######## design 1 ########
Fig. 1: design 1, sequential cells grouped by signal name
Scale: 6 px per um. Other sequential cells in the stronger grey, the rest of the logic in the fainter grey.
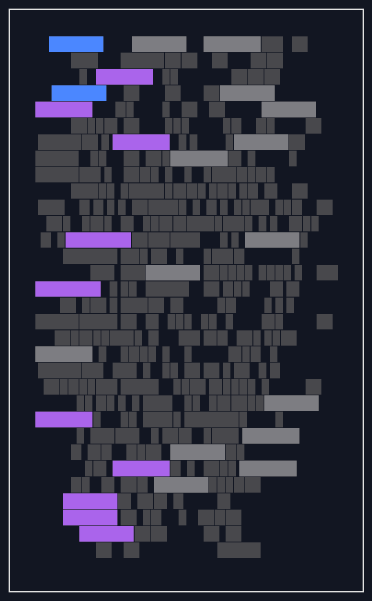

`src/rtl/vga_sync_gen_if.sv`:
```
// rtl/vga_sync_gen_if.sv - video timing bundle from the sync generator to the pixel mux
interface vga_sync_gen_if;
  logic       p_tick;
  logic [9:0] pix_x;
  logic [9:0] pix_y;
  logic       video_on;
  logic       hsync;
  logic       vsync;
  logic       frame_start;

  modport master (
    output p_tick, pix_x, pix_y, video_on, hsync, vsync, frame_start
  );

  modport slave (
    input  p_tick, pix_x, pix_y, video_on, hsync, vsync, frame_start
  );
endinterface

```
`src/rtl/vga_sync_gen.sv`:
```
// rtl/vga_sync_gen.sv - 640x480 raster timing generator with pixel-rate enable
module vga_sync_gen #(
  parameter int CLK_DIV  = 4,
  parameter int HD       = 640,
  parameter int HF       = 16,
  parameter int HR       = 96,
  parameter int HB       = 48,
  parameter int VD       = 480,
  parameter int VF       = 10,
  parameter int VR       = 2,
  parameter int VB       = 33,
  parameter bit SYNC_POL = 1'b0
) (
  input  logic           clk,
  input  logic           reset_n,
  vga_sync_gen_if.master vga
);

  localparam int H_TOTAL = HD + HF + HR + HB;
  localparam int V_TOTAL = VD + VF + VR + VB;
  localparam int DIV_W   = (CLK_DIV > 1) ? $clog2(CLK_DIV) : 1;

  localparam logic [9:0] H_LAST  = 10'(H_TOTAL - 1);
  localparam logic [9:0] V_LAST  = 10'(V_TOTAL - 1);
  localparam logic [9:0] HS_LO   = 10'(HD + HF);
  localparam logic [9:0] HS_HI   = 10'(HD + HF + HR - 1);
  localparam logic [9:0] VS_LO   = 10'(VD + VF);
  localparam logic [9:0] VS_HI   = 10'(VD + VF + VR - 1);
  localparam logic [DIV_W-1:0] DIV_LAST = DIV_W'(CLK_DIV - 1);

  logic [DIV_W-1:0] div_cnt_q, div_cnt_d;
  logic [9:0]       pix_x_q, pix_x_d;
  logic [9:0]       pix_y_q, pix_y_d;
  logic             video_on_q, video_on_d;
  logic             hsync_q, hsync_d;
  logic             vsync_q, vsync_d;
  logic             frame_start_q, frame_start_d;
  logic             p_tick;

  // With CLK_DIV=1 the counter sits at 0 == DIV_LAST, so p_tick is constantly high.
  assign p_tick = (div_cnt_q == DIV_LAST);

  // Sync/video flags are computed from the next coordinate so they stay aligned with pix_x/pix_y.
  always_comb begin
    div_cnt_d     = p_tick ? '0 : div_cnt_q + DIV_W'(1);
    pix_x_d       = pix_x_q;
    pix_y_d       = pix_y_q;
    video_on_d    = video_on_q;
    hsync_d       = hsync_q;
    vsync_d       = vsync_q;
    frame_start_d = 1'b0;
    if (p_tick) begin
      if (pix_x_q == H_LAST) begin
        pix_x_d = '0;
        pix_y_d = (pix_y_q == V_LAST) ? '0 : pix_y_q + 10'd1;
      end else begin
        pix_x_d = pix_x_q + 10'd1;
      end
      video_on_d    = (pix_x_d < 10'(HD)) && (pix_y_d < 10'(VD));
      hsync_d       = ((pix_x_d >= HS_LO) && (pix_x_d <= HS_HI)) ? SYNC_POL : ~SYNC_POL;
      vsync_d       = ((pix_y_d >= VS_LO) && (pix_y_d <= VS_HI)) ? SYNC_POL : ~SYNC_POL;
      frame_start_d = (pix_x_d == '0) && (pix_y_d == '0);
    end
  end

  // Reset parks the raster on the last pixel so the first tick lands on (0,0).
  always_ff @(posedge clk or negedge reset_n) begin
    if (!reset_n) begin
      div_cnt_q     <= '0;
      pix_x_q       <= H_LAST;
      pix_y_q       <= V_LAST;
      video_on_q    <= 1'b0;
      hsync_q       <= ~SYNC_POL;
      vsync_q       <= ~SYNC_POL;
      frame_start_q <= 1'b0;
    end else begin
      div_cnt_q     <= div_cnt_d;
      pix_x_q       <= pix_x_d;
      pix_y_q       <= pix_y_d;
      video_on_q    <= video_on_d;
      hsync_q       <= hsync_d;
      vsync_q       <= vsync_d;
      frame_start_q <= frame_start_d;
    end
  end

  assign vga.p_tick      = p_tick;
  assign vga.pix_x       = pix_x_q;
  assign vga.pix_y       = pix_y_q;
  assign vga.video_on    = video_on_q;
  assign vga.hsync       = hsync_q;
  assign vga.vsync       = vsync_q;
  assign vga.frame_start = frame_start_q;

endmodule

```
`src/flat_wrapper.sv`:
```
// flat-port wrapper written by rule: the top's interface ports become plain ports
module vga_sync_gen_flat 
#(
  parameter int CLK_DIV  = 4,
  parameter int HD       = 640,
  parameter int HF       = 16,
  parameter int HR       = 96,
  parameter int HB       = 48,
  parameter int VD       = 480,
  parameter int VF       = 10,
  parameter int VR       = 2,
  parameter int VB       = 33,
  parameter bit SYNC_POL = 1'b0
)
  (clk, reset_n, vga_p_tick, vga_pix_x, vga_pix_y, vga_video_on, vga_hsync, vga_vsync, vga_frame_start);
  vga_sync_gen_if vga_i ();
  input  logic clk;
  input  logic reset_n;
  output wire logic [$bits(vga_i.p_tick)-1:0] vga_p_tick;
  output wire logic [$bits(vga_i.pix_x)-1:0] vga_pix_x;
  output wire logic [$bits(vga_i.pix_y)-1:0] vga_pix_y;
  output wire logic [$bits(vga_i.video_on)-1:0] vga_video_on;
  output wire logic [$bits(vga_i.hsync)-1:0] vga_hsync;
  output wire logic [$bits(vga_i.vsync)-1:0] vga_vsync;
  output wire logic [$bits(vga_i.frame_start)-1:0] vga_frame_start;
  assign vga_p_tick = vga_i.p_tick;
  assign vga_pix_x = vga_i.pix_x;
  assign vga_pix_y = vga_i.pix_y;
  assign vga_video_on = vga_i.video_on;
  assign vga_hsync = vga_i.hsync;
  assign vga_vsync = vga_i.vsync;
  assign vga_frame_start = vga_i.frame_start;
  vga_sync_gen #(.CLK_DIV(CLK_DIV), .HD(HD), .HF(HF), .HR(HR), .HB(HB), .VD(VD), .VF(VF), .VR(VR), .VB(VB), .SYNC_POL(SYNC_POL)) u_core (.clk(clk), .reset_n(reset_n), .vga(vga_i));
endmodule
```
`config.mk`:
```
export PLATFORM = sky130hd
export DESIGN_NAME = vga_sync_gen_flat
export DESIGN_NICKNAME = d
export VERILOG_FILES = /design/src/rtl/vga_sync_gen_if.sv /design/src/rtl/vga_sync_gen.sv /design/src/flat_wrapper.sv
export SDC_FILE = /design/constraint.sdc
export NUM_CORES = 1
export LEC_CHECK = 0
export ABC_AREA = 1
export CORE_ASPECT_RATIO = 1.75
export CORE_MARGIN = 4
export CORE_UTILIZATION = 41
export DETAILED_ROUTE_END_ITERATION = 10
export HOLD_SLACK_MARGIN = 0.12
export PLACE_DENSITY = 0.65
export SLEW_MARGIN = 20
export SYNTH_ARGS = -nofsm -noshare
export SYNTH_HDL_FRONTEND = slang
export SYNTH_SLANG_ARGS = --single-unit
```
`constraint.sdc`:
```
create_clock -name clk -period 1.9 [get_ports clk]
set_input_delay 0.38 -clock clk [delete_from_list [all_inputs] [get_ports clk]]
set_output_delay 0.38 -clock clk [all_outputs]
set_load 0.05 [all_outputs]
```
######## design 2 ########
## src/rtl/pc_seq_rv32i.sv

```systemverilog
`default_nettype none
// ============================================================================
// Module   : pc_seq_rv32i
// Brief    : Fetch/commit sequencer driving next_pc of the RV32I PC register.
// Revision : 1.0 - initial release
// ============================================================================
module pc_seq_rv32i #(
    parameter logic [31:0] RESET_VEC = 32'h0000_0000,
    parameter logic [31:0] TRAP_VEC  = 32'h0000_0100,
    parameter int unsigned TIMEOUT   = 16
) (
    input  logic        clk,
    input  logic        reset,
    input  logic [31:0] pc,
    output logic [31:0] next_pc,
    output logic        imem_req,
    output logic [31:0] imem_addr,
    input  logic        imem_ack,
    output logic        instr_valid,
    input  logic        ex_done,
    input  logic        stall,
    input  logic        branch_taken,
    input  logic [31:0] branch_target,
    output logic        trap,
    output logic [1:0]  trap_cause,
    output logic [1:0]  state
);

    typedef enum logic [1:0] {
        S_FETCH = 2'b00,
        S_EXEC  = 2'b01,
        S_TRAP  = 2'b10
    } state_t;

    localparam logic [7:0] c_cnt_last     = 8'(TIMEOUT - 1);
    localparam logic [1:0] c_cause_misal  = 2'b01;
    localparam logic [1:0] c_cause_tmo    = 2'b10;

    state_t      r_state;
    state_t      w_state_nxt;
    logic [7:0]  r_cnt;
    logic [7:0]  w_cnt_nxt;
    logic [1:0]  r_cause;
    logic [1:0]  w_cause_nxt;
    logic        w_commit;
    logic        w_misaligned;
    logic [31:0] w_seq_pc;

    assign w_commit     = ex_done & ~stall;
    assign w_misaligned = (branch_target[1:0] != 2'b00);
    assign w_seq_pc     = pc + 32'd4;

    always_ff @(posedge clk or posedge reset) begin
        if (reset) begin
            r_state <= S_FETCH;
            r_cnt   <= 8'd0;
            r_cause <= 2'b00;
        end else begin
            r_state <= w_state_nxt;
            r_cnt   <= w_cnt_nxt;
            r_cause <= w_cause_nxt;
        end
    end

    always_comb begin
        w_state_nxt = r_state;
        w_cnt_nxt   = r_cnt;
        w_cause_nxt = r_cause;
        next_pc     = pc;
        imem_req    = 1'b0;
        instr_valid = 1'b0;
        trap        = 1'b0;

        case (r_state)
            S_FETCH: begin
                imem_req = 1'b1;
                // Ack takes priority over an expiring timeout in the same cycle.
                if (imem_ack) begin
                    w_state_nxt = S_EXEC;
                    w_cnt_nxt   = 8'd0;
                end else if (r_cnt == c_cnt_last) begin
                    w_state_nxt = S_TRAP;
                    w_cnt_nxt   = 8'd0;
                    w_cause_nxt = c_cause_tmo;
                end else begin
                    w_cnt_nxt = r_cnt + 8'd1;
                end
            end
            S_EXEC: begin
                instr_valid = 1'b1;
                if (w_commit) begin
                    if (!branch_taken) begin
                        next_pc     = w_seq_pc;
                        w_state_nxt = S_FETCH;
                    end else if (w_misaligned) begin
                        w_cause_nxt = c_cause_misal;
                        w_state_nxt = S_TRAP;
                    end else begin
                        next_pc     = branch_target;
                        w_state_nxt = S_FETCH;
                    end
                end
            end
            S_TRAP: begin
                trap        = 1'b1;
                next_pc     = TRAP_VEC;
                w_state_nxt = S_FETCH;
            end
            default: begin
                w_state_nxt = S_FETCH;
            end
        endcase

        // Reset overrides everything so the PC register loads RESET_VEC.
        if (reset) begin
            next_pc     = RESET_VEC;
            imem_req    = 1'b0;
            instr_valid = 1'b0;
            trap        = 1'b0;
        end
    end

    assign imem_addr  = pc;
    assign trap_cause = r_cause;
    assign state      = r_state;

endmodule
`default_nettype wire

```

## config.mk

```make
export PLATFORM = sky130hd
export DESIGN_NAME = pc_seq_rv32i
export DESIGN_NICKNAME = d
export VERILOG_FILES = /design/src/rtl/pc_seq_rv32i.sv
export SDC_FILE = /design/constraint.sdc
export NUM_CORES = 1
export LEC_CHECK = 0
export CAP_MARGIN = 20
export CORE_ASPECT_RATIO = 0.5
export CORE_MARGIN = 10
export CORE_UTILIZATION = 44
export DETAILED_ROUTE_END_ITERATION = 6
export GPL_TIMING_DRIVEN = 0
export PLACE_DENSITY_LB_ADDON = 0.05
export SETUP_SLACK_MARGIN = 0.05
export SYNTH_ARGS = -nofsm -noshare
export SYNTH_HDL_FRONTEND = slang
export SYNTH_SLANG_ARGS = --single-unit
export TNS_END_PERCENT = 50
```

## constraint.sdc

```tcl
create_clock -name clk -period 4.33 [get_ports clk]
set_clock_uncertainty 0.05 [all_clocks]
set_input_delay 0.6495 -clock clk [delete_from_list [all_inputs] [get_ports clk]]
set_output_delay 0.6495 -clock clk [all_outputs]
set_load 0.01 [all_outputs]
```

######## design 3 ########
$ cat src/rtl/adc_capture_pkg.sv
// Shared types and helpers for the ADC frame capture front-end.
package adc_capture_pkg;

  typedef enum logic [1:0] {
    ST_IDLE,
    ST_CS_SETUP,
    ST_SHIFT,
    ST_CS_HOLD
  } cap_state_e;

  localparam int unsigned STATUS_WORD_IDX = 0;
  localparam int          OUT_W           = 32;

  // Sign-extend the low 'bits' bits of w to OUT_W bits.
  function automatic logic [OUT_W-1:0] sign_ext(input logic [OUT_W-1:0] w, input int bits);
    logic [OUT_W-1:0] sh;
    sh = w << (OUT_W - bits);
    return $unsigned($signed(sh) >>> (OUT_W - bits));
  endfunction

endpackage

$ cat src/rtl/adc_frame_capture_if.sv
// Valid/ready word stream from the capture block to the register block FIFO.
interface adc_frame_capture_if;
  import adc_capture_pkg::*;

  logic             m_valid;
  logic [OUT_W-1:0] m_data;
  logic             m_last;
  logic             m_ready;

  modport master (output m_valid, m_data, m_last, input  m_ready);
  modport slave  (input  m_valid, m_data, m_last, output m_ready);
endinterface

$ cat src/rtl/adc_frame_capture_sync_fall_detect.sv
// Two-flop synchronizer with a falling-edge pulse; flops reset high so an
// idle-high input never produces a spurious edge after reset.
module sync_fall_detect (
  input  logic clk,
  input  logic rst,
  input  logic async_in,
  output logic fall
);
  // [0],[1] synchronize; [2] is the previous synchronized value
  logic [2:0] sync_q, sync_d;

  always_comb sync_d = {sync_q[1:0], async_in};

  always_ff @(posedge clk or posedge rst) begin
    if (rst) sync_q <= '1;
    else     sync_q <= sync_d;
  end

  assign fall = sync_q[2] & ~sync_q[1];
endmodule

$ cat src/rtl/adc_frame_capture.sv
// SPI frame capture for the load-cell ADC: on DRDY or snapshot, shifts one
// status word plus N channel words out of the ADC and streams them as 32-bit words.
module adc_frame_capture
  import adc_capture_pkg::*;
#(
  parameter int NUM_CH    = 8,
  parameter int WORD_BITS = 24,
  parameter int SCLK_DIV  = 4
) (
  input  logic                wb_clk_i,
  input  logic                wb_rst_i,
  input  logic                enable,
  input  logic [3:0]          num_ch,
  input  logic                snapshot_req,
  input  logic                adc_drdy_n,
  input  logic                adc_miso,
  output logic                adc_cs_n,
  output logic                adc_sclk,
  output logic                adc_mosi,
  adc_frame_capture_if.master m,
  output logic                busy,
  output logic                frame_done,
  output logic                trig_missed,
  output logic                word_dropped,
  output logic [31:0]         frame_count
);

  localparam int DIV_W = $clog2(SCLK_DIV);
  localparam int BIT_W = $clog2(WORD_BITS);
  localparam logic [DIV_W-1:0] DIV_MAX  = DIV_W'(SCLK_DIV - 1);
  localparam logic [BIT_W-1:0] BIT_LAST = BIT_W'(WORD_BITS - 1);

  logic drdy_fall, trig;

  sync_fall_detect u_drdy_sync (
    .clk      (wb_clk_i),
    .rst      (wb_rst_i),
    .async_in (adc_drdy_n),
    .fall     (drdy_fall)
  );

  assign trig = snapshot_req | (enable & drdy_fall);

  cap_state_e           state_q, state_d;
  logic [DIV_W-1:0]     cnt_q, cnt_d;
  logic [BIT_W-1:0]     bit_q, bit_d;
  logic [3:0]           word_q, word_d;
  logic [3:0]           nch_q, nch_d;
  logic [WORD_BITS-2:0] shift_q, shift_d;
  logic                 cs_n_q, cs_n_d;
  logic                 sclk_q, sclk_d;
  logic                 busy_q, busy_d;
  logic                 done_q, done_d;
  logic                 missed_q, missed_d;
  logic                 drop_q, drop_d;
  logic [31:0]          fcnt_q, fcnt_d;
  logic                 mvalid_q, mvalid_d;
  logic [OUT_W-1:0]     mdata_q, mdata_d;
  logic                 mlast_q, mlast_d;

  logic             ph_end, word_done;
  logic [3:0]       nch_sel;
  logic [OUT_W-1:0] raw_word;

  assign nch_sel  = (num_ch == 4'd0 || num_ch > 4'(NUM_CH)) ? 4'(NUM_CH) : num_ch;
  // The final bit is taken straight from the pin so the word can load the
  // output register on the same edge that samples it.
  assign raw_word = OUT_W'({shift_q, adc_miso});
  assign ph_end   = (cnt_q == DIV_MAX);

  always_comb begin
    state_d   = state_q;
    cnt_d     = ph_end ? '0 : cnt_q + DIV_W'(1);
    bit_d     = bit_q;
    word_d    = word_q;
    nch_d     = nch_q;
    shift_d   = shift_q;
    cs_n_d    = cs_n_q;
    sclk_d    = sclk_q;
    busy_d    = busy_q;
    done_d    = 1'b0;
    missed_d  = 1'b0;
    drop_d    = 1'b0;
    fcnt_d    = fcnt_q;
    mvalid_d  = mvalid_q;
    mdata_d   = mdata_q;
    mlast_d   = mlast_q;
    word_done = 1'b0;

    case (state_q)
      ST_IDLE: begin
        cnt_d = '0;
        if (trig) begin
          state_d = ST_CS_SETUP;
          cs_n_d  = 1'b0;
          busy_d  = 1'b1;
          nch_d   = nch_sel;
          bit_d   = '0;
          word_d  = '0;
        end
      end
      ST_CS_SETUP: begin
        if (ph_end) begin
          state_d = ST_SHIFT;
          sclk_d  = 1'b1;
        end
      end
      ST_SHIFT: begin
        if (ph_end) begin
          if (sclk_q) begin
            // falling SCLK: sample MISO, MSB first
            sclk_d    = 1'b0;
            shift_d   = raw_word[WORD_BITS-2:0];
            word_done = (bit_q == BIT_LAST);
          end else if (bit_q == BIT_LAST && word_q == nch_q) begin
            state_d = ST_CS_HOLD;
          end else begin
            sclk_d = 1'b1;
            if (bit_q == BIT_LAST) begin
              bit_d  = '0;
              word_d = word_q + 4'd1;
            end else begin
              bit_d = bit_q + BIT_W'(1);
            end
          end
        end
      end
      ST_CS_HOLD: begin
        if (ph_end) begin
          state_d = ST_IDLE;
          cs_n_d  = 1'b1;
          busy_d  = 1'b0;
          done_d  = 1'b1;
          fcnt_d  = fcnt_q + 32'd1;
        end
      end
      default: state_d = ST_IDLE;
    endcase

    if (trig && state_q != ST_IDLE) missed_d = 1'b1;

    // Single output register; ADC timing is fixed, so a word that finds the
    // register still occupied is dropped instead of stalling SCLK.
    if (word_done) begin
      if (mvalid_q && !m.m_ready) begin
        drop_d = 1'b1;
      end else begin
        mvalid_d = 1'b1;
        mdata_d  = (word_q == 4'(STATUS_WORD_IDX)) ? raw_word : sign_ext(raw_word, WORD_BITS);
        mlast_d  = (word_q == nch_q);
      end
    end else if (mvalid_q && m.m_ready) begin
      mvalid_d = 1'b0;
    end
  end

  always_ff @(posedge wb_clk_i or posedge wb_rst_i) begin
    if (wb_rst_i) begin
      state_q  <= ST_IDLE;
      cnt_q    <= '0;
      bit_q    <= '0;
      word_q   <= '0;
      nch_q    <= '0;
      shift_q  <= '0;
      cs_n_q   <= 1'b1;
      sclk_q   <= 1'b0;
      busy_q   <= 1'b0;
      done_q   <= 1'b0;
      missed_q <= 1'b0;
      drop_q   <= 1'b0;
      fcnt_q   <= '0;
      mvalid_q <= 1'b0;
      mdata_q  <= '0;
      mlast_q  <= 1'b0;
    end else begin
      state_q  <= state_d;
      cnt_q    <= cnt_d;
      bit_q    <= bit_d;
      word_q   <= word_d;
      nch_q    <= nch_d;
      shift_q  <= shift_d;
      cs_n_q   <= cs_n_d;
      sclk_q   <= sclk_d;
      busy_q   <= busy_d;
      done_q   <= done_d;
      missed_q <= missed_d;
      drop_q   <= drop_d;
      fcnt_q   <= fcnt_d;
      mvalid_q <= mvalid_d;
      mdata_q  <= mdata_d;
      mlast_q  <= mlast_d;
    end
  end

  assign adc_cs_n     = cs_n_q;
  assign adc_sclk     = sclk_q;
  assign adc_mosi     = 1'b0;
  assign busy         = busy_q;
  assign frame_done   = done_q;
  assign trig_missed  = missed_q;
  assign word_dropped = drop_q;
  assign frame_count  = fcnt_q;
  assign m.m_valid    = mvalid_q;
  assign m.m_data     = mdata_q;
  assign m.m_last     = mlast_q;

endmodule
$ cat src/flat_wrapper.sv
// flat-port wrapper written by rule: the top's interface ports become plain ports
module adc_frame_capture_flat import adc_capture_pkg::*;
#(
  parameter int NUM_CH    = 8,
  parameter int WORD_BITS = 24,
  parameter int SCLK_DIV  = 4
)
  (wb_clk_i, wb_rst_i, enable, num_ch, snapshot_req, adc_drdy_n, adc_miso, adc_cs_n, adc_sclk, adc_mosi, busy, frame_done, trig_missed, word_dropped, frame_count, m_m_valid, m_m_data, m_m_last, m_m_ready);
  adc_frame_capture_if m_i ();
  input  logic wb_clk_i;
  input  logic wb_rst_i;
  input  logic enable;
  input  logic [3:0] num_ch;
  input  logic snapshot_req;
  input  logic adc_drdy_n;
  input  logic adc_miso;
  output logic adc_cs_n;
  output logic adc_sclk;
  output logic adc_mosi;
  output logic busy;
  output logic frame_done;
  output logic trig_missed;
  output logic word_dropped;
  output logic [31:0] frame_count;
  output wire logic [$bits(m_i.m_valid)-1:0] m_m_valid;
  output wire logic [$bits(m_i.m_data)-1:0] m_m_data;
  output wire logic [$bits(m_i.m_last)-1:0] m_m_last;
  input wire logic [$bits(m_i.m_ready)-1:0] m_m_ready;
  assign m_m_valid = m_i.m_valid;
  assign m_m_data = m_i.m_data;
  assign m_m_last = m_i.m_last;
  assign m_i.m_ready = m_m_ready;
  adc_frame_capture #(.NUM_CH(NUM_CH), .WORD_BITS(WORD_BITS), .SCLK_DIV(SCLK_DIV)) u_core (.wb_clk_i(wb_clk_i), .wb_rst_i(wb_rst_i), .enable(enable), .num_ch(num_ch), .snapshot_req(snapshot_req), .adc_drdy_n(adc_drdy_n), .adc_miso(adc_miso), .adc_cs_n(adc_cs_n), .adc_sclk(adc_sclk), .adc_mosi(adc_mosi), .m(m_i), .busy(busy), .frame_done(frame_done), .trig_missed(trig_missed), .word_dropped(word_dropped), .frame_count(frame_count));
endmodule
$ cat config.mk
export PLATFORM = sky130hd
export DESIGN_NAME = adc_frame_capture_flat
export DESIGN_NICKNAME = d
export VERILOG_FILES = /design/src/rtl/adc_capture_pkg.sv /design/src/rtl/adc_frame_capture_if.sv /design/src/rtl/adc_frame_capture_sync_fall_detect.sv /design/src/rtl/adc_frame_capture.sv /design/src/flat_wrapper.sv
export SDC_FILE = /design/constraint.sdc
export NUM_CORES = 1
export LEC_CHECK = 0
export CORE_MARGIN = 1
export CORE_UTILIZATION = 50
export CTS_CLUSTER_DIAMETER = 200
export CTS_CLUSTER_SIZE = 14
export DETAILED_ROUTE_END_ITERATION = 10
export PLACE_DENSITY = 0.84
export SLEW_MARGIN = 20
export SYNTH_ARGS = -nofsm -noshare
export SYNTH_HDL_FRONTEND = slang
export SYNTH_HIERARCHICAL = 1
export SYNTH_SLANG_ARGS = --single-unit
$ cat constraint.sdc
create_clock -name wb_clk_i -period 10.6 [get_ports wb_clk_i]
set_clock_uncertainty 0.1 [all_clocks]
set_input_delay 1.59 -clock wb_clk_i [delete_from_list [all_inputs] [get_ports wb_clk_i]]
set_output_delay 1.59 -clock wb_clk_i [all_outputs]
set_load 0.01 [all_outputs]

==> layout pictures side by side <==
The metal 2 layer.
Plate I
Scale: 3 px per um.
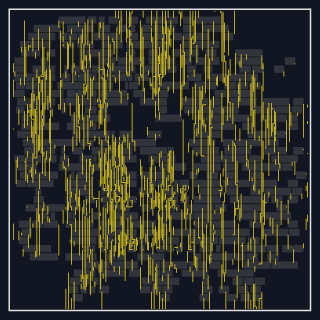
Plate II
Scale: 4 px per um.
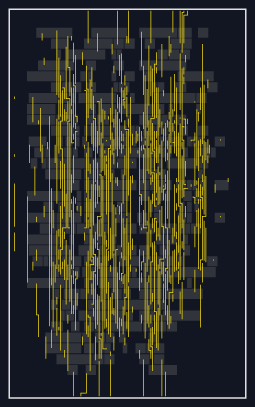
Plate III
Scale: 3 px per um.
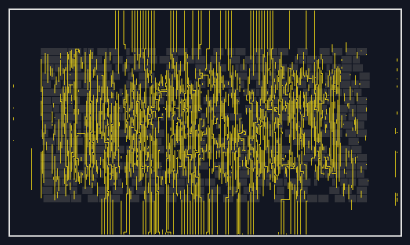
The one with the smallest die is Plate II.
design 2: Plate III
design 3: Plate I
design 1: Plate II

Fig. 2: design 3, close-up of the layout
Window x 30 to 70, y 50 to 90 um. Cells in grey, sequential cells in the stronger grey; small squares are vias.
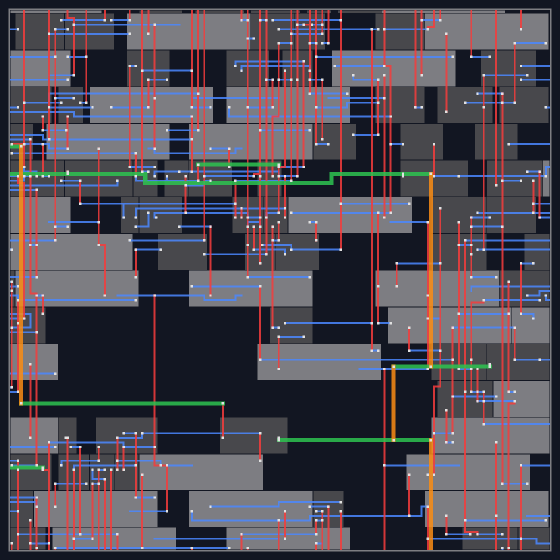
metal 3: shown in green. metal 2: shown in red. metal 4: shown in orange. metal 1: shown in blue.
Sequential cells in the window: 22. 74 logic cells have their middle in the window. Netlist names of flops here include `u_core/frame_count` (10), `u_core/shift_q` (4), `u_core/bit_q` (2). Most frequent: dfrtp_1 (22), xnor2_1 (9), mux2_2 (9).

==> flow_summary.yaml, design 3 <==
# physical design summary
yosys:
  yosysChipArea_sq_um: 4800
  synth_area_per_cell_sq_um: 12.4
  mappedNetlistNets: 407
  synth_cell_types: 53
  ff_type: "dfrtp_1"
  area_leaders: "dfrtp_1, mux2_2, xnor2_1"
  ys_cells: 386
  synthTopCellsByCount: "dfrtp_1, mux2_2, xnor2_1"
  async_flop_share_pct: 100
  synth_top_area_share_pct: 54.3
grt:
  grt_util_met2_pct: 30.9
  grtUsageMet3_pct: 5.01
  grt_pass1_vias: 3067
  track_usage_pct: 19.0
  grt_most_used_layer: "met2"
place:
  gp_congestion: 0.786
  io_buffers: 82
  dp_cells: 578
cells_and_area:
  seq_area_sq_um: 2710
  final_cells: 594
  comb-cell-share_pct: 32.7
  mostFrequentLayoutCell: "dfrtp_1"
  antenna_cells: 0
  fillers: 752
  seq_cells: 108
  clkbuf_count: 9
  final_area_sq_um: 5860
  drive_above_1_share_pct: 18.3
setup_path:
  cp.arrival_ps: 1460
  cp_data_required_time_ps: 8910
  critical-path-top-delay-family: "flip-flops"
  cpMaxStageDelayCell: "dfstp_2"
  path_class: "reg2out"
  r2r_end: "u_core/m.m_data[16]$_DFFE_PP0P_"
  crit_cells: 1
  crit_fanout: 3
  max_stage_delay_ps: 560
  cp-endpoint: "adc_cs_n"
drt:
  wl_met1_um: 3940
  top_layer: "met4"
  vias: 3159
  via_per_inst: 5.32
cts:
  cts_tree: "built"
  cts_root_buffer: "clkbuf_8"
  cts_hold_buf: 0
  cts.htree.levels: 3
final_timing:
  worstMarginPinSlew_ps: 822
  tns_ps: 0
  rsz0062_at_grt: "no"
  hold_viol_final: 0
  min_period_ps: 3150
  setup_viol: 0
  slew_violations: 0
pwr:
  p_comb_mw: 0.0168
  power_frac_comb_pct: 2.5
  powerSeq_mw: 0.416
  powerClk_mw: 0.236
  p_sw_share_pct: 23.5
  power.total_mw: 0.669
floorplanning:
  die_width_um: 100
  tapCellCount: 129
min_path:
  holdCritPathClass: "reg2reg"
  worstHoldEndpoint: "u_core/u_drdy_sync/sync_q[1]$_DFF_PP1_"
status:
  status: "completed"
run:
  maxCapViolCount: 0
==> design 3: kinds of logic after synthesis <==
kind of cell    after synthesis  share of synthesized area (%)
flops                       108                           56.4
simple gates                102                           12.6
buf+inv                      33                           3.73
other cells                   1                         0.0782
xor+xnor                     35                           6.39
compound gates               46                           6.26
mux                          51                           11.9
fa+ha+maj                    10                           2.61
==> design 3: state kept, by name (all words and copies together), names as in the netlist, 2 cells and up <==
register	flops
u_core/frame_count	32
u_core/m.m_data	25
u_core/shift_q	23
u_core/bit_q	5
u_core/nch_q	4
u_core/word_q	4
u_core/u_drdy_sync/sync_q	3
u_core/cnt_q	2
u_core/state_q	2
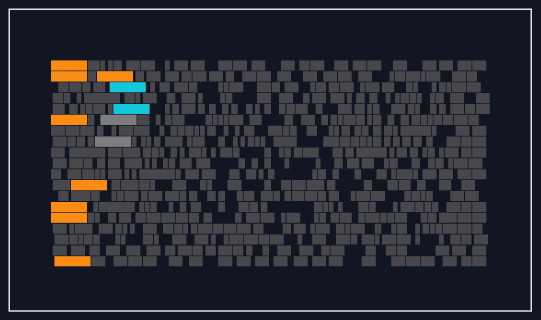
Fig. 3. Sequential cells grouped by signal name (design 2).
Scale: 4 px per um. Other sequential cells in the stronger grey, the rest of the logic in the fainter grey.
`trap_cause`: shown in cyan, placed flops 2. `r_cnt`: shown in orange, placed flops 8.
Another 2 sequential cells are not coloured.

Fig. 4: design 2, close-up of the layout
Window x 45 to 85, y 33 to 73 um. Cells in grey, sequential cells in the stronger grey; small squares are vias.
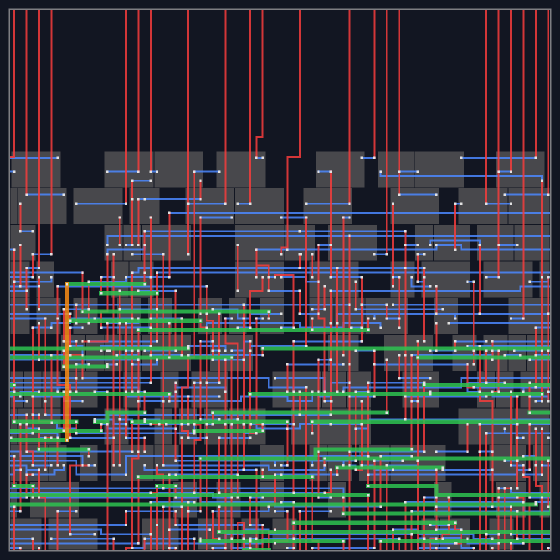
metal 4: shown in orange. metal 2: shown in red. metal 1: shown in blue. metal 3: shown in green.
Most frequent: clkdlybuf4s50_1 (24), nand2_1 (11), nor2_1 (10). Sequential cells in the window: 0. 112 logic cells have their middle in the window.

==> flow_summary.yaml, design 2 <==
# physical design summary
status:
  status: "completed"
cells_and_area:
  syn_to_final_growth_pct: 58.5
  final_area_sq_um: 4230
  mostFrequentLayoutCell: "clkdlybuf4s50_1"
floorplanning:
  die_area_sq_um: 9770
  die_width_um: 130
yosys:
  logic_family: "simple AND/OR/NAND/NOR gates"
  ys_sh_simple_pct: 33.9
  mappedNetlistNets: 479
  area_leaders: "dfrtp_1, buf_4, nand2_1"
cts:
  cts_hold_buf: 0
  cts_sinks: 12
  clk_path_buf_depth: 2
  cts_tree: "built"
place:
  io_buffers: 133
  pre_cts_ws_ps: -81.2
  dp_cells: 610
drt:
  dr.pass1.iters: 5
  drtAntennaViolNets: 0
setup_path:
  r2r_cells: 5
  path_class: "in2out"
  cp.arrival_ps: 3440
  startpoint: "pc[6]"
  endpoint_kind: "output pin"
  cp-start-kind: "primary input"
final_timing:
  hold_viol_final: 0
  min_period_over_period_pct: 95.6
grt:
  grt_pass1_vias: 3548
  overflow: 0
  track_usage_pct: 23.6
pwr:
  p_sw_share_pct: 47.2
  vdd_drop_max_v: 0.000438
  pwr-share-seq_pct: 10.5
## design 2: routing by layer
| layer | GRT usage (%) | wire length, um |
|---|---|---|
| met2 | 40.0 | 5730 |
| met3 | 5.54 | 1660 |
| met4 | 6.31 | 99 |
| met5 | 0 | 0 |
| met1 | 29.8 | 4940 |
## design 2: final cells by class
cell class	instances	area (sq um)
clock buffers	4	88.8
multi-input cells	312	1980
inverters	21	78.8
fillers	504	1450
plain buffers	59	360
repair buffers	133	1330
flip-flops and latches	12	300
well taps	73	91.3
## design 2: flip-flops by register name, summed over array words and instances (netlist names)
register and count:
r_cnt 8, trap_cause 2, state 2
Fig. 5: design 1, port wiring
Scale: 6 px per um.
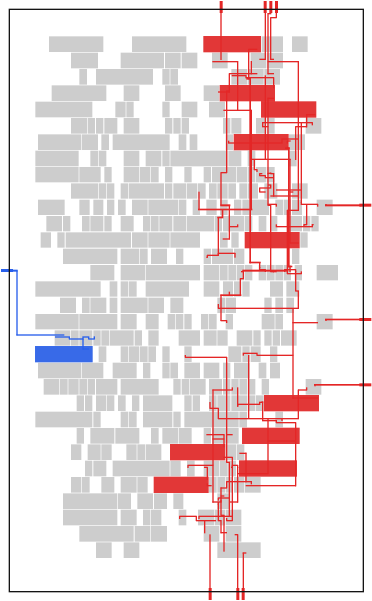
`vga_hsync`: shown in blue, direction output, end cells 1, wire 29.6 um. `vga_pix_y`: shown in red, direction output, end cells 10, wire 764 um.

Fig. 6: design 1, logic cells by family
Scale: 6 px per um.
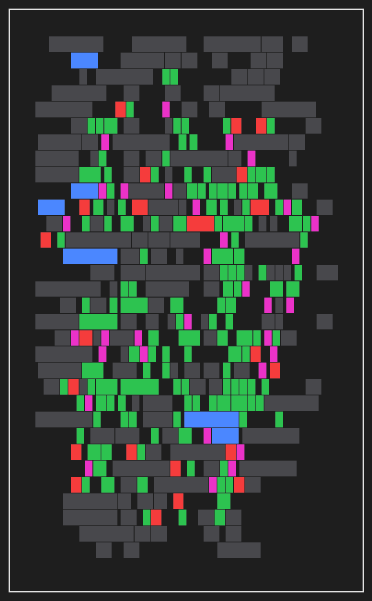
inv cells: shown in magenta, cells 32. nand cells: shown in green, cells 137. fa/ha/maj cells: shown in blue, cells 6. aoi and oai cells: shown in red, cells 22.

## Picture notes: Fig. 1
`u_core.vga.pix_x`: shown in purple, placed flops 10. `u_core.div_cnt_q`: shown in blue, placed flops 2.
Another 14 sequential cells are not coloured.

==> flow_summary.yaml, design 1 <==
# physical design summary
status:
  status: "completed"
final_timing:
  relSlewSlack_pct: 67.4
  min_period_ps: 1870
  worstMarginPinSlew_ps: 487
pwr:
  p_sw_share_pct: 21.3
drt:
  wire_per_inst_um: 14.0
grt:
  antenna_found_initial: 0
  grt_util_met2_pct: 35.9
  grt_most_used_layer: "met2"
floorplanning:
  rows: 32
yosys:
  compound_area_share_pct: 7.58
  most_common_cell: "nand2_1"
  synth_area_per_cell_sq_um: 6.72
  syn_inst: 275
cts:
  cts_buffers: 3
  cts_root_buffer: "clkbuf_8"
## design 1: power by group through the flow
stage               clock, mW  combinational [mW]  sequential, mW
floorplan                   0         0.000000581           0.564
global placement            0              0.0152           0.564
detailed placement          0              0.0154           0.564
CTS                     0.384              0.0154           0.554
global route            0.408              0.0165           0.554
finish                  0.375              0.0148           0.554
## design 1: through the flow
stage,hold slack [ps],TNS (ps),utilization [%]
2_1_floorplan,84.4,0,-
3_3_place_gp,414,-25.6,54.9
3_5_place_dp,423,-100,54.9
4_1_cts,438,0,58.0
5_1_grt,469,-352,60.7
6_report,438,0,60.7


==> gallery <==
Routing congestion map.
shot_01.png
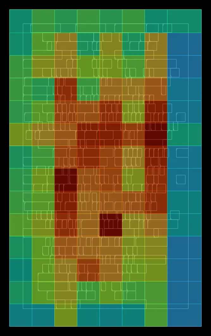
shot_02.png
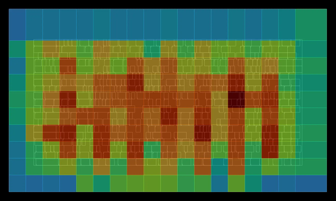
shot_03.png
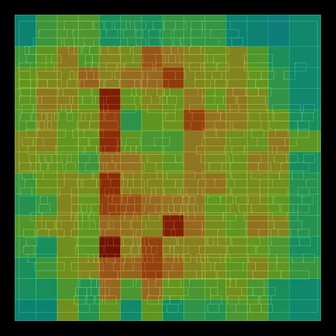
Of these, most wire per cell: shot_02.png
Of these, highest utilization: shot_02.png
shot_01.png is design 1.
shot_02.png is design 2.
shot_03.png is design 3.

Power and IR drop assume default switching activity.
